# keypad_scan_ctrl_flat

### Clock wires, drivers and flops, keypad_scan_ctrl_flat

Bar = 20 um.
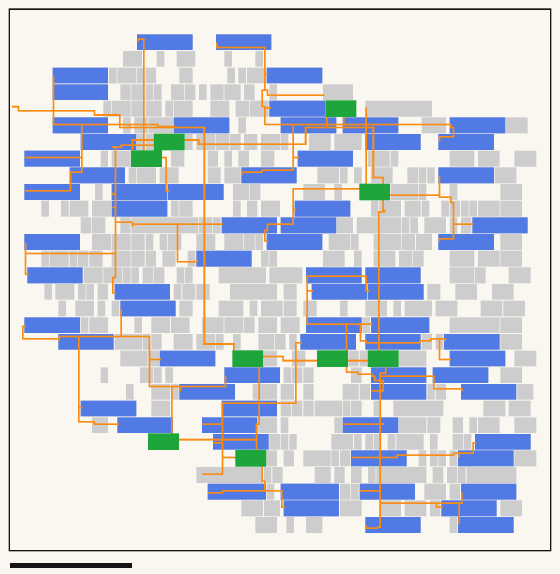

`src/rtl/keypad_scan_ctrl_if.sv`:
```
// keypad_scan_ctrl_if: key event handshake between the keypad scanner and its consumer
// key_valid/key_code: pending event and its key number (row*4+col)
// key_ack: consumer accepts the pending event
// overrun: sticky flag, a press was dropped
interface keypad_scan_ctrl_if;
  logic       key_valid;
  logic [3:0] key_code;
  logic       key_ack;
  logic       overrun;
  modport master (output key_valid, output key_code, output overrun, input key_ack);
  modport slave (input key_valid, input key_code, input overrun, output key_ack);
endinterface

```
`src/rtl/keypad_scan_ctrl.sv`:
```
// keypad_scan_ctrl: 4x4 keypad row scanner with two-sample debounce and key event handshake
// clk/reset: rising-edge clock, asynchronous active-high reset
// enable: scanning enabled; scan_in: active-low return lines
// scan_out: one-cold row drive; row_index: driven row; key_state: debounced map, bit row*4+col
// kbus: key event handshake (master side)
module keypad_scan_ctrl #(
  parameter int SETTLE_CYCLES   = 10,
  parameter int DEBOUNCE_CYCLES = 1000000,
  parameter int CNT_W           = 32
) (
  input  logic                      clk,
  input  logic                      reset,
  input  logic                      enable,
  input  logic [3:0]                scan_in,
  output logic [3:0]                scan_out,
  output logic [1:0]                row_index,
  output logic [15:0]               key_state,
  keypad_scan_ctrl_if.master        kbus
);
  typedef enum logic [1:0] {SETTLE, WAIT_DB, EVAL, NEXT} state_t;
  state_t       r_state, w_next;
  logic [CNT_W-1:0] r_cnt, w_cnt_next;
  logic [1:0]   r_row;
  logic [3:0]   r_scan, r_sa, r_sb, r_code;
  logic [15:0]  r_key_state;
  logic         r_valid, r_ovr;
  logic         w_s_done, w_d_done, w_eval, w_ack, w_accept, w_ovr_set;
  logic [3:0]   w_stable, w_row_bits, w_new, w_others;
  logic [1:0]   w_col;
  always_comb begin
    w_s_done   = r_cnt == CNT_W'(SETTLE_CYCLES - 1);
    w_d_done   = r_cnt == CNT_W'(DEBOUNCE_CYCLES - 1);
    w_next     = !enable ? SETTLE :
                 r_state == SETTLE  ? (w_s_done ? WAIT_DB : SETTLE) :
                 r_state == WAIT_DB ? (w_d_done ? EVAL : WAIT_DB) :
                 r_state == EVAL    ? NEXT : SETTLE;
    w_cnt_next = (enable && ((r_state == SETTLE && !w_s_done) || (r_state == WAIT_DB && !w_d_done)))
                 ? r_cnt + CNT_W'(1) : '0;
    w_stable   = ~(r_sa ^ r_sb);
    w_row_bits = r_key_state[{r_row, 2'b00} +: 4];
    w_new      = w_stable & r_sb & ~w_row_bits;
    w_col      = w_new[0] ? 2'd0 : w_new[1] ? 2'd1 : w_new[2] ? 2'd2 : 2'd3;
    w_others   = w_new & ~(4'b1 << w_col);
    w_eval     = enable && r_state == EVAL;
    w_ack      = r_valid && kbus.key_ack;
    // an ack in the EVAL cycle frees the slot for this row's candidate
    w_accept   = w_eval && |w_new && (!r_valid || kbus.key_ack);
    w_ovr_set  = w_eval && (|w_others || (|w_new && r_valid && !kbus.key_ack));
  end
  always_ff @(posedge clk or posedge reset) begin
    if (reset) begin
      r_state     <= SETTLE;
      r_cnt       <= '0;
      r_row       <= 2'd0;
      r_scan      <= 4'b1110;
      r_sa        <= 4'd0;
      r_sb        <= 4'd0;
      r_key_state <= 16'd0;
      r_valid     <= 1'b0;
      r_code      <= 4'd0;
      r_ovr       <= 1'b0;
    end else begin
      r_state <= w_next;
      r_cnt   <= w_cnt_next;
      // NEXT drives the following row; otherwise keep (or restore after disable) the current one
      r_scan  <= !enable ? 4'b1111 : ~(4'b1 << (r_state == NEXT ? r_row + 2'd1 : r_row));
      if (enable && r_state == SETTLE && w_s_done) r_sa <= ~scan_in;
      if (enable && r_state == WAIT_DB && w_d_done) r_sb <= ~scan_in;
      if (w_eval) r_key_state[{r_row, 2'b00} +: 4] <= (w_stable & r_sb) | (~w_stable & w_row_bits);
      if (enable && r_state == NEXT) r_row <= r_row + 2'd1;
      if (w_accept) r_code <= {r_row, w_col};
      r_valid <= w_accept ? 1'b1 : w_ack ? 1'b0 : r_valid;
      r_ovr   <= w_ovr_set ? 1'b1 : w_ack ? 1'b0 : r_ovr;
    end
  end
  assign scan_out       = r_scan;
  assign row_index      = r_row;
  assign key_state      = r_key_state;
  assign kbus.key_valid = r_valid;
  assign kbus.key_code  = r_code;
  assign kbus.overrun   = r_ovr;
endmodule

```
`src/flat_wrapper.sv`:
```
// flat-port wrapper written by rule: the top's interface ports become plain ports
module keypad_scan_ctrl_flat 
#(
  parameter int SETTLE_CYCLES   = 10,
  parameter int DEBOUNCE_CYCLES = 1000000,
  parameter int CNT_W           = 32
)
  (clk, reset, enable, scan_in, scan_out, row_index, key_state, kbus_key_valid, kbus_key_code, kbus_overrun, kbus_key_ack);
  keypad_scan_ctrl_if kbus_i ();
  input  logic clk;
  input  logic reset;
  input  logic enable;
  input  logic [3:0] scan_in;
  output logic [3:0] scan_out;
  output logic [1:0] row_index;
  output logic [15:0] key_state;
  output wire logic [$bits(kbus_i.key_valid)-1:0] kbus_key_valid;
  output wire logic [$bits(kbus_i.key_code)-1:0] kbus_key_code;
  output wire logic [$bits(kbus_i.overrun)-1:0] kbus_overrun;
  input wire logic [$bits(kbus_i.key_ack)-1:0] kbus_key_ack;
  assign kbus_key_valid = kbus_i.key_valid;
  assign kbus_key_code = kbus_i.key_code;
  assign kbus_overrun = kbus_i.overrun;
  assign kbus_i.key_ack = kbus_key_ack;
  keypad_scan_ctrl #(.SETTLE_CYCLES(SETTLE_CYCLES), .DEBOUNCE_CYCLES(DEBOUNCE_CYCLES), .CNT_W(CNT_W)) u_core (.clk(clk), .reset(reset), .enable(enable), .scan_in(scan_in), .scan_out(scan_out), .row_index(row_index), .key_state(key_state), .kbus(kbus_i));
endmodule
```
`config.mk`:
```
export PLATFORM = sky130hd
export DESIGN_NAME = keypad_scan_ctrl_flat
export DESIGN_NICKNAME = d
export VERILOG_FILES = /design/src/rtl/keypad_scan_ctrl_if.sv /design/src/rtl/keypad_scan_ctrl.sv /design/src/flat_wrapper.sv
export SDC_FILE = /design/constraint.sdc
export NUM_CORES = 1
export LEC_CHECK = 0
export CAP_MARGIN = 20
export CORE_MARGIN = 2
export CORE_UTILIZATION = 50
export DETAILED_ROUTE_END_ITERATION = 7
export MAX_ROUTING_LAYER = met4
export PLACE_DENSITY = 0.83
export SYNTH_ARGS = -nofsm -noshare
export SYNTH_HDL_FRONTEND = slang
export SYNTH_SLANG_ARGS = --single-unit
export TNS_END_PERCENT = 1
```
`constraint.sdc`:
```
create_clock -name clk -period 4.1 [get_ports clk]
set_input_delay 1.23 -clock clk [delete_from_list [all_inputs] [get_ports clk]]
set_output_delay 1.23 -clock clk [all_outputs]
set_load 0.1 [all_outputs]
```
# c4_move_ctrl_flat

**config.mk**
```make
export PLATFORM = sky130hd
export DESIGN_NAME = c4_move_ctrl_flat
export DESIGN_NICKNAME = d
export VERILOG_FILES = /design/src/rtl/c4_move_ctrl_if.sv /design/src/rtl/c4_move_ctrl.sv /design/src/flat_wrapper.sv
export SDC_FILE = /design/constraint.sdc
export NUM_CORES = 1
export LEC_CHECK = 0
export ABC_AREA = 1
export CAP_MARGIN = 20
export CORE_AREA = 4 4 547 549
export CTS_CLUSTER_DIAMETER = 80
export DETAILED_ROUTE_END_ITERATION = 10
export DIE_AREA = 0 0 551 553
export SLEW_MARGIN = 20
export SYNTH_ARGS = -nofsm -noshare
export SYNTH_HDL_FRONTEND = slang
export SYNTH_SLANG_ARGS = --single-unit
```
**constraint.sdc**
```tcl
create_clock -name clk -period 3.4 [get_ports clk]
set_input_delay 0.68 -clock clk [delete_from_list [all_inputs] [get_ports clk]]
set_output_delay 0.68 -clock clk [all_outputs]
set_load 0.02 [all_outputs]
```
**src/rtl/c4_move_ctrl_if.sv**
```systemverilog
// Move-request handshake and board-RAM write port of the Connect4 move controller.
// The master side is the player/UI logic plus RAM; the slave side is c4_move_ctrl.
interface c4_move_ctrl_if #(
    parameter int ADDRESS_WIDTH = 8,
    parameter int DATA_WIDTH    = 32
);
    logic                     move_valid;
    logic [2:0]               move_col;
    logic                     move_ready;
    logic [ADDRESS_WIDTH-1:0] mem_addr;
    logic [DATA_WIDTH-1:0]    mem_wdata;
    logic                     mem_we;

    modport master (
        output move_valid, move_col,
        input  move_ready, mem_addr, mem_wdata, mem_we
    );

    modport slave (
        input  move_valid, move_col,
        output move_ready, mem_addr, mem_wdata, mem_we
    );
endinterface

```
**src/rtl/c4_move_ctrl.sv**
```systemverilog
// Connect4 move controller: sole writer of the 6x7 board RAM (clear, drop, player turn, draw).
// Optional macro WIN_CHECK_EN adds a 4-cycle win check reading the board bus after each drop.
module c4_move_ctrl #(
    parameter int ROWS          = 6,
    parameter int COLS          = 7,
    parameter int ADDRESS_WIDTH = 8,
    parameter int DATA_WIDTH    = 32
) (
    input  logic                            clk,
    input  logic                            rst,
    c4_move_ctrl_if.slave                   bus,
    input  logic                            new_game,
    input  logic [DATA_WIDTH*ROWS*COLS-1:0] board,
    output logic [1:0]                      player,
    output logic                            move_done,
    output logic                            move_err,
    output logic                            busy,
    output logic                            game_over,
    output logic                            draw,
    output logic [1:0]                      winner
);
    localparam int CELLS = ROWS * COLS;

    typedef enum logic [2:0] {
        ST_CLEAR,
        ST_IDLE,
        ST_WRITE,
`ifdef WIN_CHECK_EN
        ST_CHECK,
`endif
        ST_DONE,
        ST_OVER
    } state_t;

    state_t     state_reg;
    logic [5:0] clr_cnt_reg;
    logic [5:0] move_cnt_reg;
    logic [2:0] height_reg [COLS];
    logic [2:0] col_reg;
    logic [2:0] row_reg;
    logic [1:0] player_reg;
    logic [1:0] winner_reg;
    logic       draw_reg;
    logic       err_reg;
    logic       col_bad;
    logic [5:0] write_cell;

    // Out-of-range columns are rejected before the height array is consulted.
    always_comb begin
        col_bad = 1'b1;
        if (int'(bus.move_col) < COLS)
            col_bad = (height_reg[bus.move_col] == 3'(ROWS));
    end

    assign write_cell     = 6'(int'(row_reg) * COLS + int'(col_reg));
    assign bus.move_ready = (state_reg == ST_IDLE) && !new_game;

    always_comb begin
        bus.mem_we    = 1'b0;
        bus.mem_addr  = '0;
        bus.mem_wdata = '0;
        case (state_reg)
            ST_CLEAR: begin
                bus.mem_we   = 1'b1;
                bus.mem_addr = ADDRESS_WIDTH'(clr_cnt_reg);
            end
            ST_WRITE: begin
                bus.mem_we    = 1'b1;
                bus.mem_addr  = ADDRESS_WIDTH'(write_cell);
                bus.mem_wdata = DATA_WIDTH'(player_reg);
            end
            default: ;
        endcase
    end

    assign busy      = (state_reg != ST_IDLE) && (state_reg != ST_OVER);
    assign move_done = (state_reg == ST_DONE);
    assign game_over = (state_reg == ST_OVER);
    assign move_err  = err_reg;
    assign player    = player_reg;
    assign winner    = winner_reg;
    assign draw      = draw_reg;

`ifdef WIN_CHECK_EN
    logic [1:0] dir_reg;
    logic [2:0] run_len;

    // Run length through the placed cell along the direction selected by dir_reg.
    always_comb begin
        int  dr;
        int  dc;
        int  r;
        int  c;
        int  sgn;
        logic go;
        run_len = 3'd1;
        dr      = 0;
        dc      = 1;
        r       = 0;
        c       = 0;
        sgn     = 1;
        go      = 1'b1;
        case (dir_reg)
            2'd0:    begin dr = 0; dc = 1;  end
            2'd1:    begin dr = 1; dc = 0;  end
            2'd2:    begin dr = 1; dc = 1;  end
            default: begin dr = 1; dc = -1; end
        endcase
        for (int s = 0; s < 2; s++) begin
            sgn = (s == 0) ? 1 : -1;
            go  = 1'b1;
            for (int k = 1; k <= 3; k++) begin
                r = int'(row_reg) + sgn * k * dr;
                c = int'(col_reg) + sgn * k * dc;
                if (go && r >= 0 && r < ROWS && c >= 0 && c < COLS) begin
                    if (board[(r*COLS + c)*DATA_WIDTH +: DATA_WIDTH] == DATA_WIDTH'(player_reg))
                        run_len = run_len + 3'd1;
                    else
                        go = 1'b0;
                end else begin
                    go = 1'b0;
                end
            end
        end
    end
`else
    logic unused_board;
    assign unused_board = ^board;
`endif

    always_ff @(posedge clk or posedge rst) begin
        if (rst) begin
            state_reg    <= ST_CLEAR;
            clr_cnt_reg  <= '0;
            move_cnt_reg <= '0;
            for (int i = 0; i < COLS; i++) height_reg[i] <= '0;
            col_reg      <= '0;
            row_reg      <= '0;
            player_reg   <= 2'd1;
            winner_reg   <= 2'd0;
            draw_reg     <= 1'b0;
            err_reg      <= 1'b0;
`ifdef WIN_CHECK_EN
            dir_reg      <= '0;
`endif
        end else begin
            err_reg <= 1'b0;
            case (state_reg)
                ST_CLEAR: begin
                    clr_cnt_reg <= clr_cnt_reg + 6'd1;
                    if (clr_cnt_reg == 6'(CELLS - 1)) state_reg <= ST_IDLE;
                end
                ST_IDLE: begin
                    if (bus.move_valid && bus.move_ready) begin
                        if (col_bad) begin
                            err_reg <= 1'b1;
                        end else begin
                            col_reg   <= bus.move_col;
                            row_reg   <= height_reg[bus.move_col];
                            state_reg <= ST_WRITE;
                        end
                    end
                end
                ST_WRITE: begin
                    height_reg[col_reg] <= height_reg[col_reg] + 3'd1;
                    move_cnt_reg        <= move_cnt_reg + 6'd1;
`ifdef WIN_CHECK_EN
                    dir_reg   <= '0;
                    state_reg <= ST_CHECK;
`else
                    state_reg <= ST_DONE;
`endif
                end
`ifdef WIN_CHECK_EN
                ST_CHECK: begin
                    if (run_len >= 3'd4) winner_reg <= player_reg;
                    dir_reg <= dir_reg + 2'd1;
                    if (dir_reg == 2'd3) state_reg <= ST_DONE;
                end
`endif
                ST_DONE: begin
                    if (winner_reg != 2'd0 || move_cnt_reg == 6'(CELLS)) begin
                        if (winner_reg == 2'd0) draw_reg <= 1'b1;
                        state_reg <= ST_OVER;
                    end else begin
                        player_reg <= (player_reg == 2'd1) ? 2'd2 : 2'd1;
                        state_reg  <= ST_IDLE;
                    end
                end
                ST_OVER: ;
                default: state_reg <= ST_CLEAR;
            endcase

            // A restart overrides any move request seen in the same cycle.
            if (new_game && (state_reg == ST_IDLE || state_reg == ST_OVER)) begin
                state_reg    <= ST_CLEAR;
                clr_cnt_reg  <= '0;
                move_cnt_reg <= '0;
                for (int i = 0; i < COLS; i++) height_reg[i] <= '0;
                player_reg   <= 2'd1;
                winner_reg   <= 2'd0;
                draw_reg     <= 1'b0;
                err_reg      <= 1'b0;
            end
        end
    end
endmodule

```
**src/flat_wrapper.sv**
```systemverilog
// flat-port wrapper written by rule: the top's interface ports become plain ports
module c4_move_ctrl_flat 
#(
    parameter int ROWS          = 6,
    parameter int COLS          = 7,
    parameter int ADDRESS_WIDTH = 8,
    parameter int DATA_WIDTH    = 32
)
  (clk, rst, new_game, board, player, move_done, move_err, busy, game_over, draw, winner, bus_move_valid, bus_move_col, bus_move_ready, bus_mem_addr, bus_mem_wdata, bus_mem_we);
  c4_move_ctrl_if #(.ADDRESS_WIDTH(ADDRESS_WIDTH), .DATA_WIDTH(DATA_WIDTH)) bus_i ();
  input  logic clk;
  input  logic rst;
  input  logic new_game;
  input  logic [DATA_WIDTH*ROWS*COLS-1:0] board;
  output logic [1:0] player;
  output logic move_done;
  output logic move_err;
  output logic busy;
  output logic game_over;
  output logic draw;
  output logic [1:0] winner;
  input wire logic [$bits(bus_i.move_valid)-1:0] bus_move_valid;
  input wire logic [$bits(bus_i.move_col)-1:0] bus_move_col;
  output wire logic [$bits(bus_i.move_ready)-1:0] bus_move_ready;
  output wire logic [$bits(bus_i.mem_addr)-1:0] bus_mem_addr;
  output wire logic [$bits(bus_i.mem_wdata)-1:0] bus_mem_wdata;
  output wire logic [$bits(bus_i.mem_we)-1:0] bus_mem_we;
  assign bus_i.move_valid = bus_move_valid;
  assign bus_i.move_col = bus_move_col;
  assign bus_move_ready = bus_i.move_ready;
  assign bus_mem_addr = bus_i.mem_addr;
  assign bus_mem_wdata = bus_i.mem_wdata;
  assign bus_mem_we = bus_i.mem_we;
  c4_move_ctrl #(.ROWS(ROWS), .COLS(COLS), .ADDRESS_WIDTH(ADDRESS_WIDTH), .DATA_WIDTH(DATA_WIDTH)) u_core (.clk(clk), .rst(rst), .bus(bus_i), .new_game(new_game), .board(board), .player(player), .move_done(move_done), .move_err(move_err), .busy(busy), .game_over(game_over), .draw(draw), .winner(winner));
endmodule
```
# xadac_vrf_sb

File: src/rtl/xadac_vrf_sb_pkg.sv
`default_nettype none
// ============================================================================
// Package  : xadac_vrf_sb_pkg
// Brief    : Shared types for the vector-register scoreboard (xadac_vrf_sb).
// Revision : 1.0
// ============================================================================
package xadac_vrf_sb_pkg;

  // Number of vector source operands carried by an execute request
  localparam int NoVs        = 3;
  localparam int NoRegsDef   = 32;
  localparam int MaxPendDef  = 3;

  typedef logic [$clog2(NoRegsDef)-1:0]    VecAddrT;
  typedef logic [$clog2(MaxPendDef+1)-1:0] SbCntT;

  typedef enum logic [1:0] {
    IDLE  = 2'd0,
    DRAIN = 2'd1,
    DONE  = 2'd2
  } SbStateT;

endpackage : xadac_vrf_sb_pkg
`default_nettype wire

File: src/rtl/xadac_vrf_sb_cnt.sv
`default_nettype none
// ============================================================================
// Module   : xadac_vrf_sb_cnt
// Brief    : Saturating up/down outstanding-write counter for one register.
// Revision : 1.0
// ============================================================================
module xadac_vrf_sb_cnt #(
  parameter int MAX_PEND = 3,
  parameter int CNT_W    = $clog2(MAX_PEND+1)
) (
  input  logic clk,
  input  logic rst,
  input  logic i_inc,
  input  logic i_dec,
  output logic o_zero,
  output logic o_full,
  output logic o_underflow
);

  localparam logic [CNT_W-1:0] c_max = CNT_W'(MAX_PEND);

  logic [CNT_W-1:0] r_cnt;
  logic             w_zero;
  logic             w_full;

  assign w_zero = (r_cnt == '0);
  assign w_full = (r_cnt == c_max);

  // A simultaneous inc and dec cancel; saturation guards both ends.
  always_ff @(posedge clk or posedge rst) begin
    if (rst) begin
      r_cnt <= '0;
    end else if (i_inc && !i_dec && !w_full) begin
      r_cnt <= r_cnt + 1'b1;
    end else if (i_dec && !i_inc && !w_zero) begin
      r_cnt <= r_cnt - 1'b1;
    end
  end

  assign o_zero      = w_zero;
  assign o_full      = w_full;
  assign o_underflow = i_dec && w_zero;

endmodule : xadac_vrf_sb_cnt
`default_nettype wire

File: src/rtl/xadac_vrf_sb.sv
`default_nettype none
// ============================================================================
// Module   : xadac_vrf_sb
// Brief    : Vector-register scoreboard / issue gate with drain sequencer.
//            XADAC_VRF_SB_WAW_EN: stall any write to a register still pending.
// Revision : 1.0
// ============================================================================
module xadac_vrf_sb
  import xadac_vrf_sb_pkg::*;
#(
  parameter int NoRegs  = 32,
  parameter int MaxPend = 3
) (
  input  logic                                 clk,
  input  logic                                 rst,
  input  logic                                 issue_valid,
  output logic                                 issue_ready,
  input  logic [NoVs-1:0][$clog2(NoRegs)-1:0]  issue_vs_addr,
  input  logic [NoVs-1:0]                      issue_vs_use,
  input  logic [$clog2(NoRegs)-1:0]            issue_vd_addr,
  input  logic                                 issue_vd_write,
  output logic                                 fwd_valid,
  input  logic                                 fwd_ready,
  input  logic                                 wb_valid,
  input  logic                                 wb_ready,
  input  logic [$clog2(NoRegs)-1:0]            wb_vd_addr,
  input  logic                                 wb_vd_write,
  input  logic                                 drain_req,
  output logic                                 drain_ack,
  output logic [NoRegs-1:0]                    pend_mask,
  output logic                                 busy,
  output logic                                 err
);

  localparam int c_aw = $clog2(NoRegs);

  SbStateT           r_state;
  SbStateT           w_state_nxt;
  logic              r_err;
  logic [NoRegs-1:0] w_zero;
  logic [NoRegs-1:0] w_full;
  logic [NoRegs-1:0] w_underflow;
  logic [NoRegs-1:0] w_inc;
  logic [NoRegs-1:0] w_dec;
  logic              w_raw;
  logic              w_dst;
  logic              w_hazard;
  logic              w_fire;
  logic              w_retire;
  logic              w_all_zero;

  assign w_fire     = issue_valid && issue_ready;
  assign w_retire   = wb_valid && wb_ready && wb_vd_write;
  assign w_all_zero = &w_zero;

  generate
    for (genvar r = 0; r < NoRegs; r++) begin : g_cnt
      assign w_inc[r] = w_fire && issue_vd_write && (issue_vd_addr == c_aw'(r));
      assign w_dec[r] = w_retire && (wb_vd_addr == c_aw'(r));

      xadac_vrf_sb_cnt #(
        .MAX_PEND (MaxPend)
      ) u_cnt (
        .clk         (clk),
        .rst         (rst),
        .i_inc       (w_inc[r]),
        .i_dec       (w_dec[r]),
        .o_zero      (w_zero[r]),
        .o_full      (w_full[r]),
        .o_underflow (w_underflow[r])
      );
    end
  endgenerate

  // Hazards look only at registered counts: a retire this cycle frees its
  // register for consumers starting next cycle.
  always_comb begin
    w_raw = 1'b0;
    for (int i = 0; i < NoVs; i++) begin
      if (issue_vs_use[i] && !w_zero[issue_vs_addr[i]]) begin
        w_raw = 1'b1;
      end
    end
  end

`ifdef XADAC_VRF_SB_WAW_EN
  assign w_dst = issue_vd_write && (!w_zero[issue_vd_addr] || w_full[issue_vd_addr]);
`else
  assign w_dst = issue_vd_write && w_full[issue_vd_addr];
`endif

  assign w_hazard    = w_raw || w_dst || (r_state != IDLE);
  assign fwd_valid   = issue_valid && !w_hazard;
  assign issue_ready = fwd_ready && !w_hazard;

  always_ff @(posedge clk or posedge rst) begin
    if (rst) begin
      r_state <= IDLE;
    end else begin
      r_state <= w_state_nxt;
    end
  end

  always_comb begin
    w_state_nxt = r_state;
    case (r_state)
      IDLE: begin
        if (drain_req) w_state_nxt = DRAIN;
      end
      DRAIN: begin
        if (!drain_req)      w_state_nxt = IDLE;
        else if (w_all_zero) w_state_nxt = DONE;
      end
      DONE: begin
        if (!drain_req) w_state_nxt = IDLE;
      end
      default: w_state_nxt = IDLE;
    endcase
  end

  // Sticky until reset: a writeback with nothing outstanding for its register.
  always_ff @(posedge clk or posedge rst) begin
    if (rst) begin
      r_err <= 1'b0;
    end else if (|w_underflow) begin
      r_err <= 1'b1;
    end
  end

  assign drain_ack = (r_state == DONE);
  assign pend_mask = ~w_zero;
  assign busy      = ~w_all_zero;
  assign err       = r_err;

endmodule : xadac_vrf_sb
`default_nettype wire

File: config.mk
export PLATFORM = sky130hd
export DESIGN_NAME = xadac_vrf_sb
export DESIGN_NICKNAME = d
export VERILOG_FILES = /design/src/rtl/xadac_vrf_sb_pkg.sv /design/src/rtl/xadac_vrf_sb_cnt.sv /design/src/rtl/xadac_vrf_sb.sv
export SDC_FILE = /design/constraint.sdc
export NUM_CORES = 1
export LEC_CHECK = 0
export CORE_MARGIN = 5
export CORE_UTILIZATION = 30
export CTS_CLUSTER_DIAMETER = 120
export DETAILED_ROUTE_END_ITERATION = 12
export PLACE_DENSITY_LB_ADDON = 0.15
export SETUP_SLACK_MARGIN = 0.3
export SYNTH_ARGS = -nofsm -noshare
export SYNTH_HDL_FRONTEND = slang
export SYNTH_HIERARCHICAL = 1
export SYNTH_SLANG_ARGS = --single-unit
File: constraint.sdc
create_clock -name clk -period 4.5 [get_ports clk]
set_clock_uncertainty 0.1 [all_clocks]
set_input_delay 0.45 -clock clk [delete_from_list [all_inputs] [get_ports clk]]
set_output_delay 0.45 -clock clk [all_outputs]
set_load 0.01 [all_outputs]
### PDN straps and rails, keypad_scan_ctrl_flat

Pins as bars on the die edge.
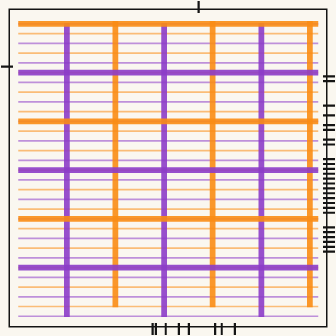
VSS: drawn in purple. VDD: drawn in orange.
31 met1 rails follow the rows. The core has 30 rows. 6 straps on met5.

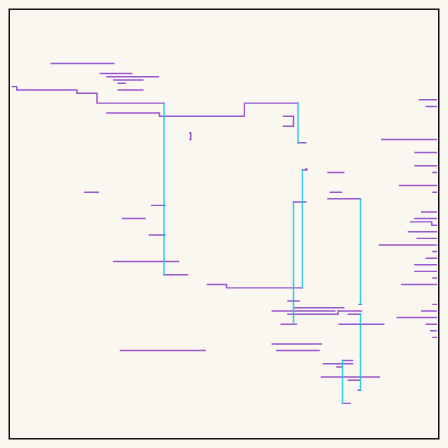
*Metal layers overlaid, keypad_scan_ctrl_flat*
Only two layers are drawn.
M4: drawn in cyan, wire length 139 um. M3: drawn in purple, wire length 419 um.

## Picture notes: 'Clock wires, drivers and flops' of keypad_scan_ctrl_flat
clock-net drivers: drawn in green, count 9. flip-flops: drawn in blue, count 70. clock wires: drawn in orange, length 894 um.
Position of the flops: spread over the die. There are 10 routed clock nets.

==> flow_metrics.env, keypad_scan_ctrl_flat <==
# physical design summary
export IMPL_critPathLaunchType="flip-flop"
export IMPL_route_met3_wl_um=418
export IMPL_powerDensity_nw_per_um2=334
export IMPL_seq_area_share_pct=41.2
export IMPL_yosysMostFrequentCell="dfrtp_1"
export IMPL_instances_no_fill=498
export IMPL_route_met2_wl_um=3700
export IMPL_p_clk_share_pct=47.4
export IMPL_rsz0062_at_grt="false"
export IMPL_outcome="finished clean"
export IMPL_cpPeakStageDelay_ps=1140
export IMPL_p_switching_uw=291
export IMPL_post_cts_buffers=0
export IMPL_largest_area_cell="dfrtp_1"
export IMPL_max_cap_viol_count=0
export IMPL_r2r_start="u_core.row_index[0]$_DFFE_PP0P_"
==> keypad_scan_ctrl_flat: worst reg2reg max path, stage by stage, from the launching register on <==
cell	delay, ps
dfrtp_1	750
mux4_2	630
nor2b_1	300
o31ai_1	180
a21oi_1	370
mux2_2	390
==> keypad_scan_ctrl_flat: kinds of logic after synthesis <==
logic type | synth area share (%)
simple gates | 22.2
mux | 7.80
compound gates | 5.58
flops | 49.5
fa+ha+maj | 3.88
xor+xnor | 7.41
buf+inv | 3.63
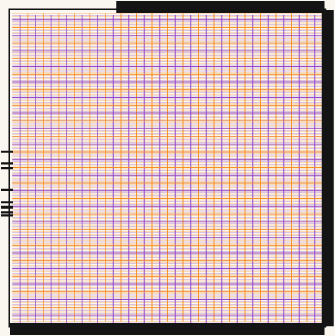
*PDN straps and rails, c4_move_ctrl_flat*
Pins as bars on the die edge.
VDD: drawn in orange. VSS: drawn in purple.
The core has 199 rows. 1402 signal pins sit on the boundary.

==> flow_metrics.env, c4_move_ctrl_flat <==
# physical design summary
export IMPL_grt_util_met2_pct=0.837
export IMPL_drc=0
export IMPL_core_area_um2=294000
export IMPL_inv_count=66
export IMPL_final_cell_mix="nand2_1 (94), inv_1 (57), dfrtp_1 (45), conb_1 (34), nor2_1 (27)"
export IMPL_holdPathStages=2
export IMPL_ys_warn_count=0
export IMPL_clock_sinks=46
export IMPL_ys_cells=410
export IMPL_cp_cell_sequence="fa_1, inv_1, fa_1, inv_2, fa_2, nand2_2, inv_2, nor2_2, nor2_1, nor2_1, xor2_1, o22ai_1, buf_4"
export IMPL_min_path_type="reg -> reg"
export IMPL_setup_viol=3
export IMPL_cp_required_ps=2720
export IMPL_drive_above_1_share_pct=12.3
export IMPL_pwr_share_comb_pct=56.7
export IMPL_p_leak_uw=0.00182
export IMPL_setup_ws_ps=-213
export IMPL_ant_nets=0
export IMPL_tightestPinTransition_ps=536
export IMPL_fin_hold_ws_ps=489
export IMPL_critical_path_class="reg -> out"
export IMPL_antenna_found_initial=1
export IMPL_outcome="finished, violations left"
export IMPL_hold_viol=0
export IMPL_internal_power_uw=1650
export IMPL_violations="negative setup slack"
export IMPL_die_area_um2=305000
export IMPL_logic_area_um2=1550
export IMPL_route_met2_wl_um=3820
export IMPL_worstPathArrival_ps=2930
export IMPL_r2r_start="u_core.col_reg[1]$_DFFE_PP0P_"
export IMPL_cts_root_buffer="clkbuf_16"
export IMPL_io_pins=1402
## c4_move_ctrl_flat: repair_timing
item | CTS | global route
gates resized | 28 | 6
hold buffers | 0 | 0
endpoints found under the setup margin | 4 | 4
setup buffers | 0 | 2
pin swaps | 8 | 9
## c4_move_ctrl_flat: cell families after synthesis
kind of cell / after synthesis / share of synthesized area [%]
compound gates: 70 / 13.0
xor+xnor: 1 / 0.283
fa+ha+maj: 19 / 8.64
buf+inv: 107 / 17.8
flops: 46 / 37.2
other cells: 1 / 0.121
simple gates: 166 / 22.9
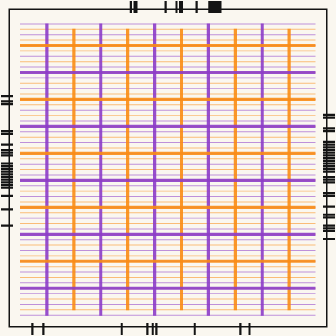
*PDN straps and rails, xadac_vrf_sb*
Pins as bars on the die edge.
VDD: drawn in orange. VSS: drawn in purple.
10 straps on met4. 74 signal pins sit on the boundary.

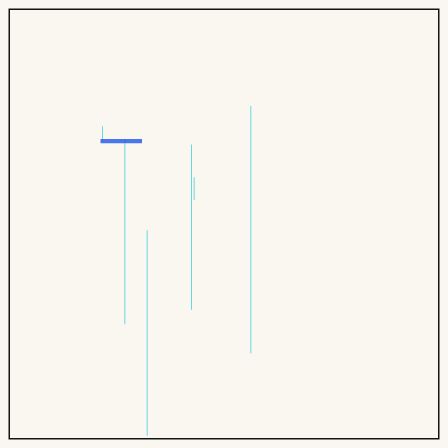
*Metal layers overlaid, xadac_vrf_sb*
Only two layers are drawn.
M4: drawn in cyan, wire length 311 um. M5: drawn in blue, wire length 13.8 um.

==> flow_metrics.env, xadac_vrf_sb <==
# physical design summary
export IMPL_outcome="finished clean"
export IMPL_critical_path_startpoint="g_cnt[12].u_cnt/r_cnt[0]$_DFFE_PP0P_"
export IMPL_inv_count=71
export IMPL_grt_pass1_vias=6011
export IMPL_cpPeakStageDelay_ps=560
export IMPL_powerDensity_nw_per_um2=242
export IMPL_path_clk_slew_ps=50
export IMPL_top_usage_layer="met1"
export IMPL_largest_reg_flops=64
export IMPL_port_buffer_count=73
export IMPL_grt_overflow_total=0
export IMPL_die_x_um=159
export IMPL_synthCells=875
export IMPL_xor_share_pct=0
export IMPL_top_cells_by_count="nor2_1 (145), inv_1 (71), nand2b_1 (71)"
export IMPL_worst_path_stages=8
export IMPL_htree_levels=3
export IMPL_die_area_um2=25400
export IMPL_finish_net_count=1001
export IMPL_ys_sh_aoi_pct=13.3
-- xadac_vrf_sb: report_power, final --
part | leakage [uW] | total, uW | switching (uW) | internal, uW
combinational | 0.00254 | 609 | 351 | 258
sequential | 0.000919 | 689 | 53.4 | 636
clock | 0.000137 | 674 | 280 | 394
-- xadac_vrf_sb: metrics by stage --
stage	utilization [%]	setup slack [ps]	cells
after floorplan	-	1710	875
after global placement	36.0	631	1233
after global routing	37.3	388	1247
after CTS	37.3	559	1247
after detailed placement	36.0	589	1233
final	37.3	531	1247

==> screenshots <==
Cells colored by class.
Plate I
Bar = 20 um.
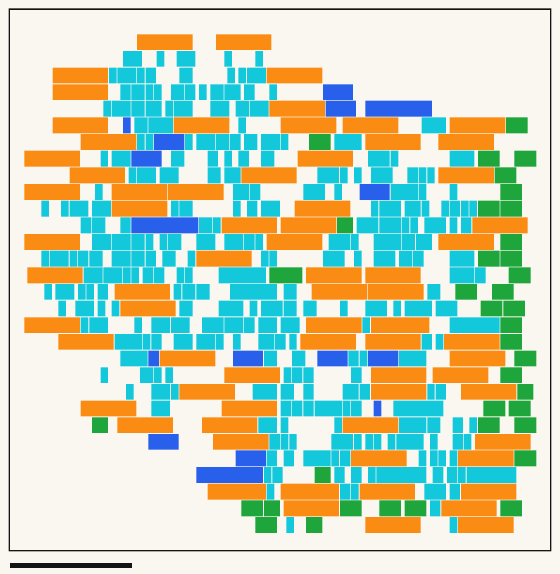
Plate II
Bar = 200 um.
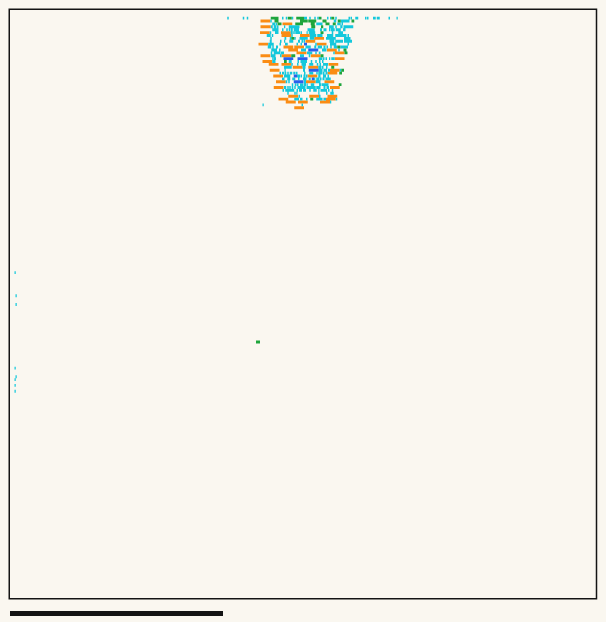
Plate III
Bar = 50 um.
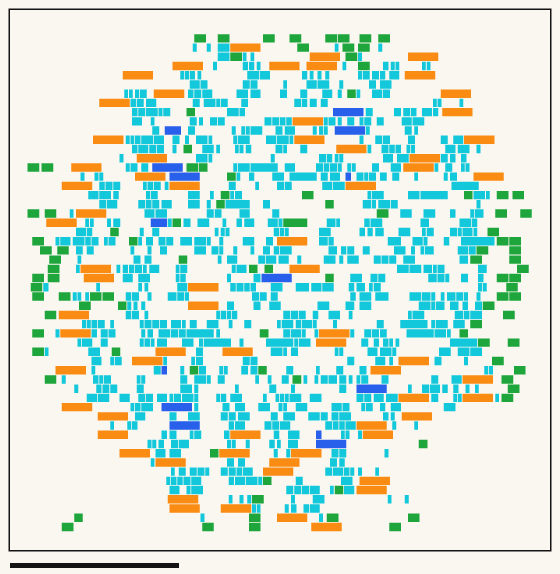
- highest utilization: Plate I
- lowest utilization: Plate II
| picture | from |
|---|---|
| Plate III | xadac_vrf_sb |
| Plate II | c4_move_ctrl_flat |
| Plate I | keypad_scan_ctrl_flat |


# dot_product_seq

### Clock wires, drivers and flops, dot_product_seq

Bar = 50 um.
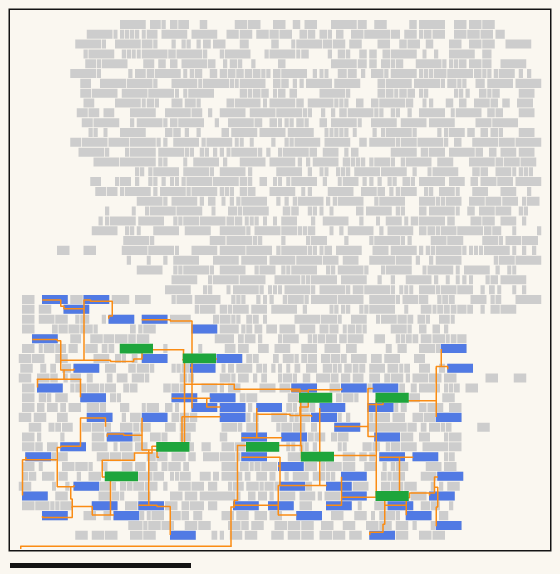

`config.mk`:
```
export PLATFORM = sky130hd
export DESIGN_NAME = dot_product_seq
export DESIGN_NICKNAME = d
export VERILOG_FILES = /design/src/rtl/dp_pkg.sv /design/src/rtl/mac_q88_core.sv /design/src/rtl/dot_product_seq.sv
export SDC_FILE = /design/constraint.sdc
export NUM_CORES = 1
export LEC_CHECK = 0
export CAP_MARGIN = 0
export CORE_MARGIN = 2
export CORE_UTILIZATION = 55
export CTS_CLUSTER_DIAMETER = 100
export DETAILED_ROUTE_END_ITERATION = 10
export GPL_ROUTABILITY_DRIVEN = 0
export PLACE_DENSITY = 0.77
export RECOVER_POWER = 100
export SLEW_MARGIN = 5
export SYNTH_ARGS = -nofsm -noshare
export SYNTH_HDL_FRONTEND = slang
export SYNTH_HIERARCHICAL = 1
export SYNTH_SLANG_ARGS = --single-unit
```
`constraint.sdc`:
```
create_clock -name clk -period 9.5 [get_ports clk]
set_input_delay 0.95 -clock clk [delete_from_list [all_inputs] [get_ports clk]]
set_output_delay 0.95 -clock clk [all_outputs]
set_load 0.005 [all_outputs]
```
`src/rtl/dp_pkg.sv`:
```
// Shared Q8.8 constants, product slice bounds and sequencer state encoding
// for the dot-product datapath.
package dp_pkg;

  localparam int unsigned FRAC_BITS = 8;
  localparam int unsigned DATA_W    = 16;
  localparam int unsigned PROD_W    = 32;
  localparam int unsigned PROD_LO   = FRAC_BITS;
  localparam int unsigned PROD_HI   = FRAC_BITS + DATA_W - 1;

  typedef enum logic [1:0] {
    ST_IDLE  = 2'd0,
    ST_FETCH = 2'd1,
    ST_DRAIN = 2'd2,
    ST_DONE  = 2'd3
  } state_t;

  // Optional ReLU on a signed Q8.8 value.
  function automatic logic [DATA_W-1:0] relu_q88(input logic [DATA_W-1:0] x,
                                                 input logic en);
    return (en && x[DATA_W-1]) ? '0 : x;
  endfunction

endpackage

```
`src/rtl/mac_q88_core.sv`:
```
// Q8.8 multiply-accumulate: 16x16 signed product, truncated to [23:8], added
// with 16-bit wrap into a registered result. A bias load seeds the result.
module mac_q88_core
  import dp_pkg::*;
(
  input  logic              clk,
  input  logic              reset,
  input  logic              load_en,
  input  logic              bias_load,
  input  logic [DATA_W-1:0] bias,
  input  logic [DATA_W-1:0] pix,
  input  logic [DATA_W-1:0] wgt,
  output logic [DATA_W-1:0] result,
  output logic [DATA_W-1:0] sum_c
);

  logic signed [PROD_W-1:0] prod;
  logic                     unused_prod_bits;

  assign prod  = PROD_W'($signed(pix)) * PROD_W'($signed(wgt));
  assign sum_c = result + prod[PROD_HI:PROD_LO];

  // Bits outside the Q8.8 window are intentionally discarded.
  assign unused_prod_bits = ^{prod[PROD_W-1:PROD_HI+1], prod[PROD_LO-1:0]};

  always_ff @(posedge clk) begin
    if (reset) begin
      result <= '0;
    end else if (bias_load) begin
      result <= bias;
    end else if (load_en) begin
      result <= sum_c;
    end
  end

endmodule

```
`src/rtl/dot_product_seq.sv`:
```
// Sequencer that streams pixel/weight pairs from two sync-read memories into
// the Q8.8 MAC and returns the (optionally ReLU'd) dot product on valid/ready.
module dot_product_seq
  import dp_pkg::*;
#(
  parameter int unsigned ADDR_W = 8,
  parameter bit          RELU   = 1'b0
) (
  input  logic              clk,
  input  logic              reset,
  input  logic              start,
  input  logic [ADDR_W-1:0] len,
  input  logic [ADDR_W-1:0] pix_base,
  input  logic [ADDR_W-1:0] wgt_base,
  input  logic [15:0]       bias,
  output logic              busy,
  output logic              pix_rd_en,
  output logic [ADDR_W-1:0] pix_addr,
  input  logic [15:0]       pix_rdata,
  output logic              wgt_rd_en,
  output logic [ADDR_W-1:0] wgt_addr,
  input  logic [15:0]       wgt_rdata,
  output logic              out_valid,
  input  logic              out_ready,
  output logic [15:0]       out_data
);

  state_t              state;
  logic [ADDR_W-1:0]   remain;
  logic                data_valid;
  logic                bias_load_c;
  logic [DATA_W-1:0]   mac_result;
  logic [DATA_W-1:0]   mac_sum_c;

  // The bias seeds the accumulator at command accept, so element 0 adds to it.
  assign bias_load_c = (state == ST_IDLE) && start;

  mac_q88_core u_mac (
    .clk       (clk),
    .reset     (reset),
    .load_en   (data_valid),
    .bias_load (bias_load_c),
    .bias      (bias),
    .pix       (pix_rdata),
    .wgt       (wgt_rdata),
    .result    (mac_result),
    .sum_c     (mac_sum_c)
  );

  always_ff @(posedge clk) begin
    if (reset) begin
      state      <= ST_IDLE;
      busy       <= 1'b0;
      pix_rd_en  <= 1'b0;
      wgt_rd_en  <= 1'b0;
      pix_addr   <= '0;
      wgt_addr   <= '0;
      remain     <= '0;
      data_valid <= 1'b0;
      out_valid  <= 1'b0;
      out_data   <= '0;
    end else begin
      // Read data returns one cycle after each issued read.
      data_valid <= pix_rd_en;
      case (state)
        ST_IDLE: begin
          if (start) begin
            busy <= 1'b1;
            if (len != '0) begin
              state     <= ST_FETCH;
              pix_rd_en <= 1'b1;
              wgt_rd_en <= 1'b1;
              pix_addr  <= pix_base;
              wgt_addr  <= wgt_base;
              remain    <= len - ADDR_W'(1);
            end else begin
              state     <= ST_DONE;
              out_valid <= 1'b1;
              out_data  <= relu_q88(bias, RELU);
            end
          end
        end
        ST_FETCH: begin
          if (remain == '0) begin
            state     <= ST_DRAIN;
            pix_rd_en <= 1'b0;
            wgt_rd_en <= 1'b0;
          end else begin
            pix_addr <= pix_addr + ADDR_W'(1);
            wgt_addr <= wgt_addr + ADDR_W'(1);
            remain   <= remain - ADDR_W'(1);
          end
        end
        ST_DRAIN: begin
          // Last pair is being accumulated now; capture its sum directly.
          state     <= ST_DONE;
          out_valid <= 1'b1;
          out_data  <= relu_q88(mac_sum_c, RELU);
        end
        ST_DONE: begin
          if (out_ready) begin
            state     <= ST_IDLE;
            out_valid <= 1'b0;
            busy      <= 1'b0;
          end
        end
        default: state <= ST_IDLE;
      endcase
    end
  end

  logic unused_result;
  assign unused_result = ^mac_result;

endmodule

```
# ec_decim

File: config.mk
export PLATFORM = sky130hd
export DESIGN_NAME = ec_decim
export DESIGN_NICKNAME = d
export VERILOG_FILES = /design/src/rtl/ec_decim.sv
export SDC_FILE = /design/constraint.sdc
export NUM_CORES = 1
export LEC_CHECK = 0
export CAP_MARGIN = 20
export CORE_MARGIN = 2
export CORE_UTILIZATION = 52
export CTS_CLUSTER_DIAMETER = 60
export DETAILED_ROUTE_END_ITERATION = 16
export HOLD_SLACK_MARGIN = 0.12
export PLACE_DENSITY_LB_ADDON = 0.2
export SYNTH_ARGS = -nofsm -noshare
export SYNTH_HDL_FRONTEND = slang
export SYNTH_SLANG_ARGS = --single-unit
export TNS_END_PERCENT = 5
File: constraint.sdc
create_clock -name clk -period 2.5 [get_ports clk]
set_input_delay 0.5 -clock clk [delete_from_list [all_inputs] [get_ports clk]]
set_output_delay 0.5 -clock clk [all_outputs]
set_load 0.05 [all_outputs]
File: src/rtl/ec_decim.sv
// ec_decim: block-average decimator feeding a show-ahead output FIFO.
// Accepts D = 2^LOG2_D qualified samples, pushes their average, drops
// results (sticky o_overflow) when the FIFO is full and not being drained.
// Optional feature: define EC_DECIM_ROUND_EN for round-half-up averaging
// (saturated to 2^N-1) instead of plain truncation.
module ec_decim #(
    parameter int N      = 16,
    parameter int LOG2_D = 2,
    parameter int DEPTH  = 4
) (
    input  logic                     clk,
    input  logic                     i_rst,
    input  logic [N-1:0]             i_y,
    input  logic                     i_en,
    output logic [N-1:0]             o_data,
    output logic                     o_valid,
    input  logic                     i_ready,
    output logic [$clog2(DEPTH):0]   o_level,
    output logic                     o_overflow
);

    localparam int AW   = $clog2(DEPTH);
    localparam int ACCW = N + LOG2_D;
    localparam int PW   = (LOG2_D > 0) ? LOG2_D : 1;

    logic [ACCW-1:0] acc_q, acc_d;
    logic [PW-1:0]   phase_q, phase_d;
    logic [AW-1:0]   wr_ptr_q, wr_ptr_d;
    logic [AW-1:0]   rd_ptr_q, rd_ptr_d;
    logic [AW:0]     count_q, count_d;
    logic            ovf_q, ovf_d;
    logic [N-1:0]    mem_q [DEPTH];

    logic [ACCW-1:0] sum;
    logic [N-1:0]    result;
    logic            phase_last;
    logic            push, pop, full, do_push;

    // D-1 is all ones in LOG2_D bits; with D=1 every sample closes a block.
    assign phase_last = (LOG2_D == 0) ? 1'b1 : (phase_q == {PW{1'b1}});
    assign sum        = acc_q + ACCW'(i_y);

`ifdef EC_DECIM_ROUND_EN
    generate
        if (LOG2_D == 0) begin : g_round_bypass
            assign result = N'(sum);
        end else begin : g_round
            logic [ACCW:0] rnd_sum;
            logic [ACCW:0] rnd_shift;
            assign rnd_sum   = {1'b0, sum} + (ACCW+1)'(1 << (LOG2_D - 1));
            assign rnd_shift = rnd_sum >> LOG2_D;
            // Saturation guards the general case; a sum of D N-bit samples
            // cannot actually exceed full scale after the shift.
            assign result = (|rnd_shift[ACCW:N]) ? {N{1'b1}} : rnd_shift[N-1:0];
        end
    endgenerate
`else
    assign result = N'(sum >> LOG2_D);
`endif

    assign full    = (count_q == (AW+1)'(DEPTH));
    assign o_valid = (count_q != '0);
    assign pop     = o_valid & i_ready;
    assign push    = i_en & phase_last;
    // A full FIFO still accepts a push when the head leaves on the same edge.
    assign do_push = push & (~full | pop);

    // Next-state for accumulator, phase, FIFO pointers, occupancy and overflow.
    always_comb begin
        acc_d    = acc_q;
        phase_d  = phase_q;
        wr_ptr_d = wr_ptr_q;
        rd_ptr_d = rd_ptr_q;
        count_d  = count_q;
        ovf_d    = ovf_q;
        if (i_en) begin
            if (phase_last) begin
                acc_d   = '0;
                phase_d = '0;
            end else begin
                acc_d   = sum;
                phase_d = phase_q + 1'b1;
            end
        end
        if (do_push) wr_ptr_d = wr_ptr_q + 1'b1;
        if (pop)     rd_ptr_d = rd_ptr_q + 1'b1;
        case ({do_push, pop})
            2'b10:   count_d = count_q + 1'b1;
            2'b01:   count_d = count_q - 1'b1;
            default: count_d = count_q;
        endcase
        if (push & ~do_push) ovf_d = 1'b1;
    end

    // Control state register with synchronous active-low reset.
    always_ff @(posedge clk) begin
        if (!i_rst) begin
            acc_q    <= '0;
            phase_q  <= '0;
            wr_ptr_q <= '0;
            rd_ptr_q <= '0;
            count_q  <= '0;
            ovf_q    <= 1'b0;
        end else begin
            acc_q    <= acc_d;
            phase_q  <= phase_d;
            wr_ptr_q <= wr_ptr_d;
            rd_ptr_q <= rd_ptr_d;
            count_q  <= count_d;
            ovf_q    <= ovf_d;
        end
    end

    // FIFO storage; contents are don't-care while empty, so no reset needed.
    always_ff @(posedge clk) begin
        if (i_rst && do_push) mem_q[wr_ptr_q] <= result;
    end

    assign o_data     = o_valid ? mem_q[rd_ptr_q] : '0;
    assign o_level    = count_q;
    assign o_overflow = ovf_q;

endmodule
### PDN straps and rails, dot_product_seq

Pins as bars on the die edge.
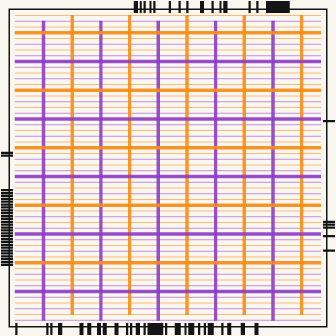
VDD: drawn in orange. VSS: drawn in purple.
The core has 53 rows. 10 straps on met4. 54 met1 rails follow the rows. 112 signal pins sit on the boundary.

About 'Clock wires, drivers and flops' of dot_product_seq:
clock wires: drawn in orange, length 948 um. clock-net drivers: drawn in green, count 9. flip-flops: drawn in blue, count 62.
There are 10 routed clock nets.

==> flow_metrics.env, dot_product_seq <==
# physical design summary
export IMPL_fin_crit_sh_pct=92.8
export IMPL_fin_worst_skew_ps=9.99
export IMPL_cpMaxStageDelayCell="dlygate4sd3_1"
export IMPL_max_cap_viol_count=1
export IMPL_dpl_hpwl_um=22900
export IMPL_worstPathArrival_ps=8880
export IMPL_slew_viol_final=61
export IMPL_wire_per_inst_um=16.9
export IMPL_n_fill_cell=1777
export IMPL_yosysMostFrequentCell="inv_1"
export IMPL_n_tap_cell=275
export IMPL_path_clk_slew_ps=60
export IMPL_largest_class="logic gates"
export IMPL_grt_use_total_pct=26.5
export IMPL_yosys_stat_area_um2=11600
export IMPL_outcome="finished, violations left"
export IMPL_setup_viol=0
export IMPL_violations="max-capacitance violations, max-slew violations"
export IMPL_async_reset_ff_share_pct=0
export IMPL_relSlewSlack_pct=-109
==> dot_product_seq: final timing paths <==
kind / startpoint / slack (ps) / cells after the start / end
worst max-delay path: wgt_rdata[5] / 680 / 32 / out_data[15]$_SDFFE_PP0P_
worst min register to register: pix_addr[6]$_SDFFE_PP0P_ / 490 / 2 / pix_addr[6]$_SDFFE_PP0P_
worst max register to register: state[1]$_SDFFE_PP0P_ / 5760 / 7 / pix_addr[3]$_SDFFE_PP0P_
worst min-delay path: pix_addr[6]$_SDFFE_PP0P_ / 490 / 2 / pix_addr[6]$_SDFFE_PP0P_
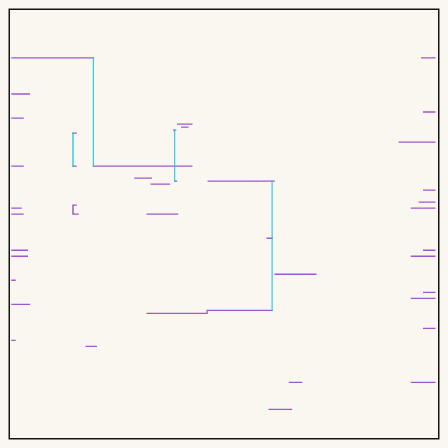
*Metal layers overlaid, ec_decim*
Only two layers are drawn.
M3: drawn in purple, wire length 204 um. M4: drawn in cyan, wire length 72.8 um.

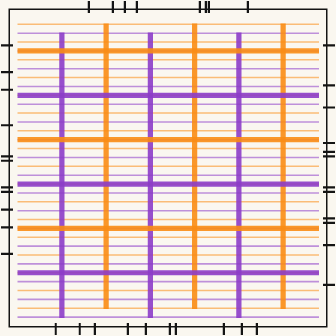
*PDN straps and rails, ec_decim*
Pins as bars on the die edge.
VSS: drawn in purple. VDD: drawn in orange.
34 met1 rails follow the rows. 6 straps on met4. The core has 33 rows. 6 straps on met5.

==> flow_metrics.env, ec_decim <==
# physical design summary
export IMPL_outcome="finished, violations left"
export IMPL_violations="negative setup slack"
export IMPL_place_area_um2=5470
export IMPL_clk_latency_ps=350
export IMPL_hold_viol=0
export IMPL_crit_family="AND-OR/OR-AND gates"
export IMPL_max_freq_ghz=0.400
export IMPL_yosys_stat_area_um2=4490
export IMPL_num_clock_buffers=9
export IMPL_vias_per_cell=5.51
export IMPL_seq_area_um2=2520
export IMPL_buffers=107
export IMPL_clockBufferDepth=2
export IMPL_port_buffer_count=40
export IMPL_xor_share_pct=3.71
export IMPL_synthToLayoutAreaGrowth_pct=29.3
export IMPL_yosysUniqueCellTypes=53
export IMPL_fin_worst_skew_ps=7.48
export IMPL_sh_comb_area_pct=34.3
export IMPL_worstPathArrival_ps=2790
export IMPL_async_reset_ff_share_pct=0
export IMPL_io_pins=41
export IMPL_postCtsHoldBufs=0
export IMPL_grt_pass1_vias=2996
export IMPL_post_cts_buffers=1
export IMPL_setup_ws_ps=-1.77
export IMPL_setup_viol=1
export IMPL_seq_area_frac_synth_pct=56.2
export IMPL_max_cap_viol_count=0
export IMPL_wirelength_um=8930
export IMPL_reg2reg_depth=8
export IMPL_tightestPinTransition_ps=940
export IMPL_top_cells_by_count="edfxtp_1 (64), dfxtp_1 (30), and2_1 (27)"
-- ec_decim: registers in the layout, indices dropped and copies added, names as in the netlist, named ones only --
register and flops:
phase_q 2, acc_q 18, rd_ptr_q 2, o_level 3, wr_ptr_q 2, o_overflow 1, mem_q 64


## Gallery

Clock wires, drivers and flops.
image #1
Bar = 50 um.
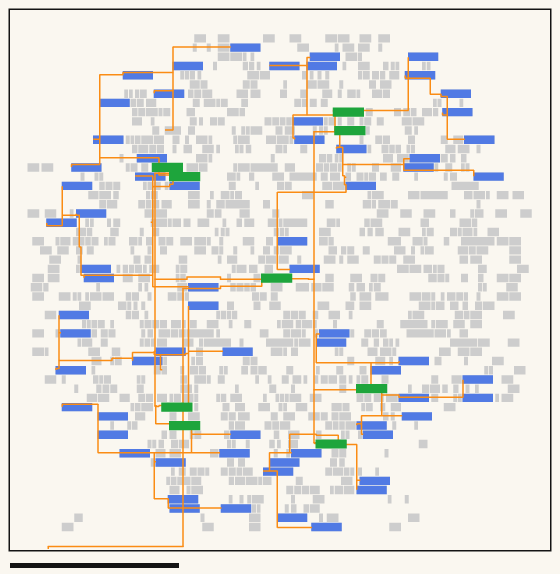
image #2
Bar = 200 um.
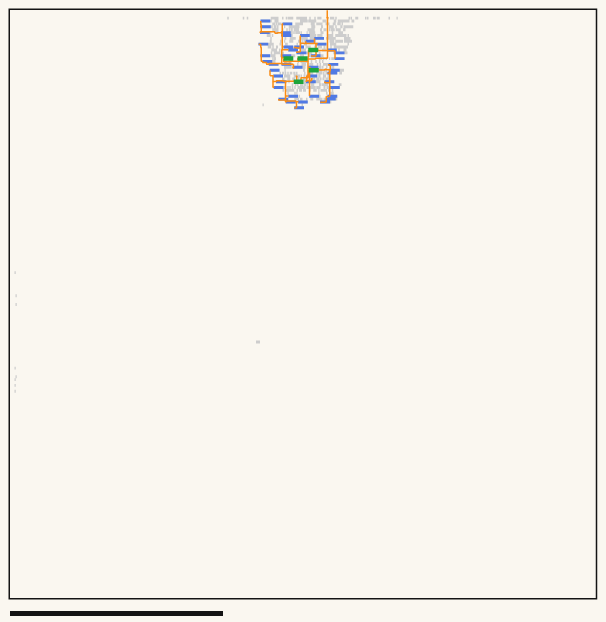
image #3
Bar = 20 um.
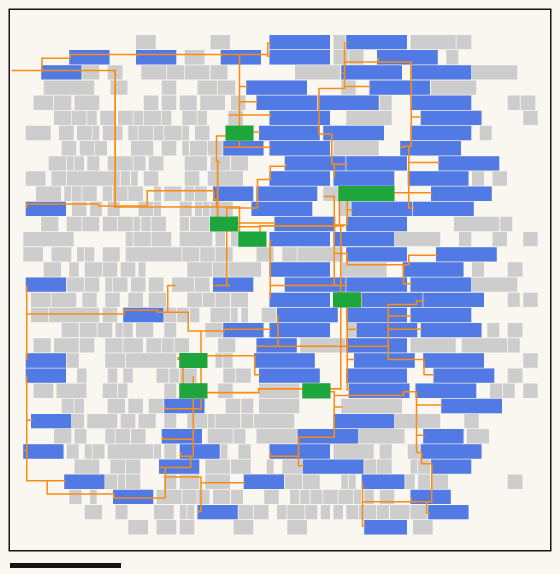
For ec_decim, see image #3.
For xadac_vrf_sb, see image #1.
For c4_move_ctrl_flat, see image #2.

Power figures rest on the tool's default switching activity, not on a simulated workload.
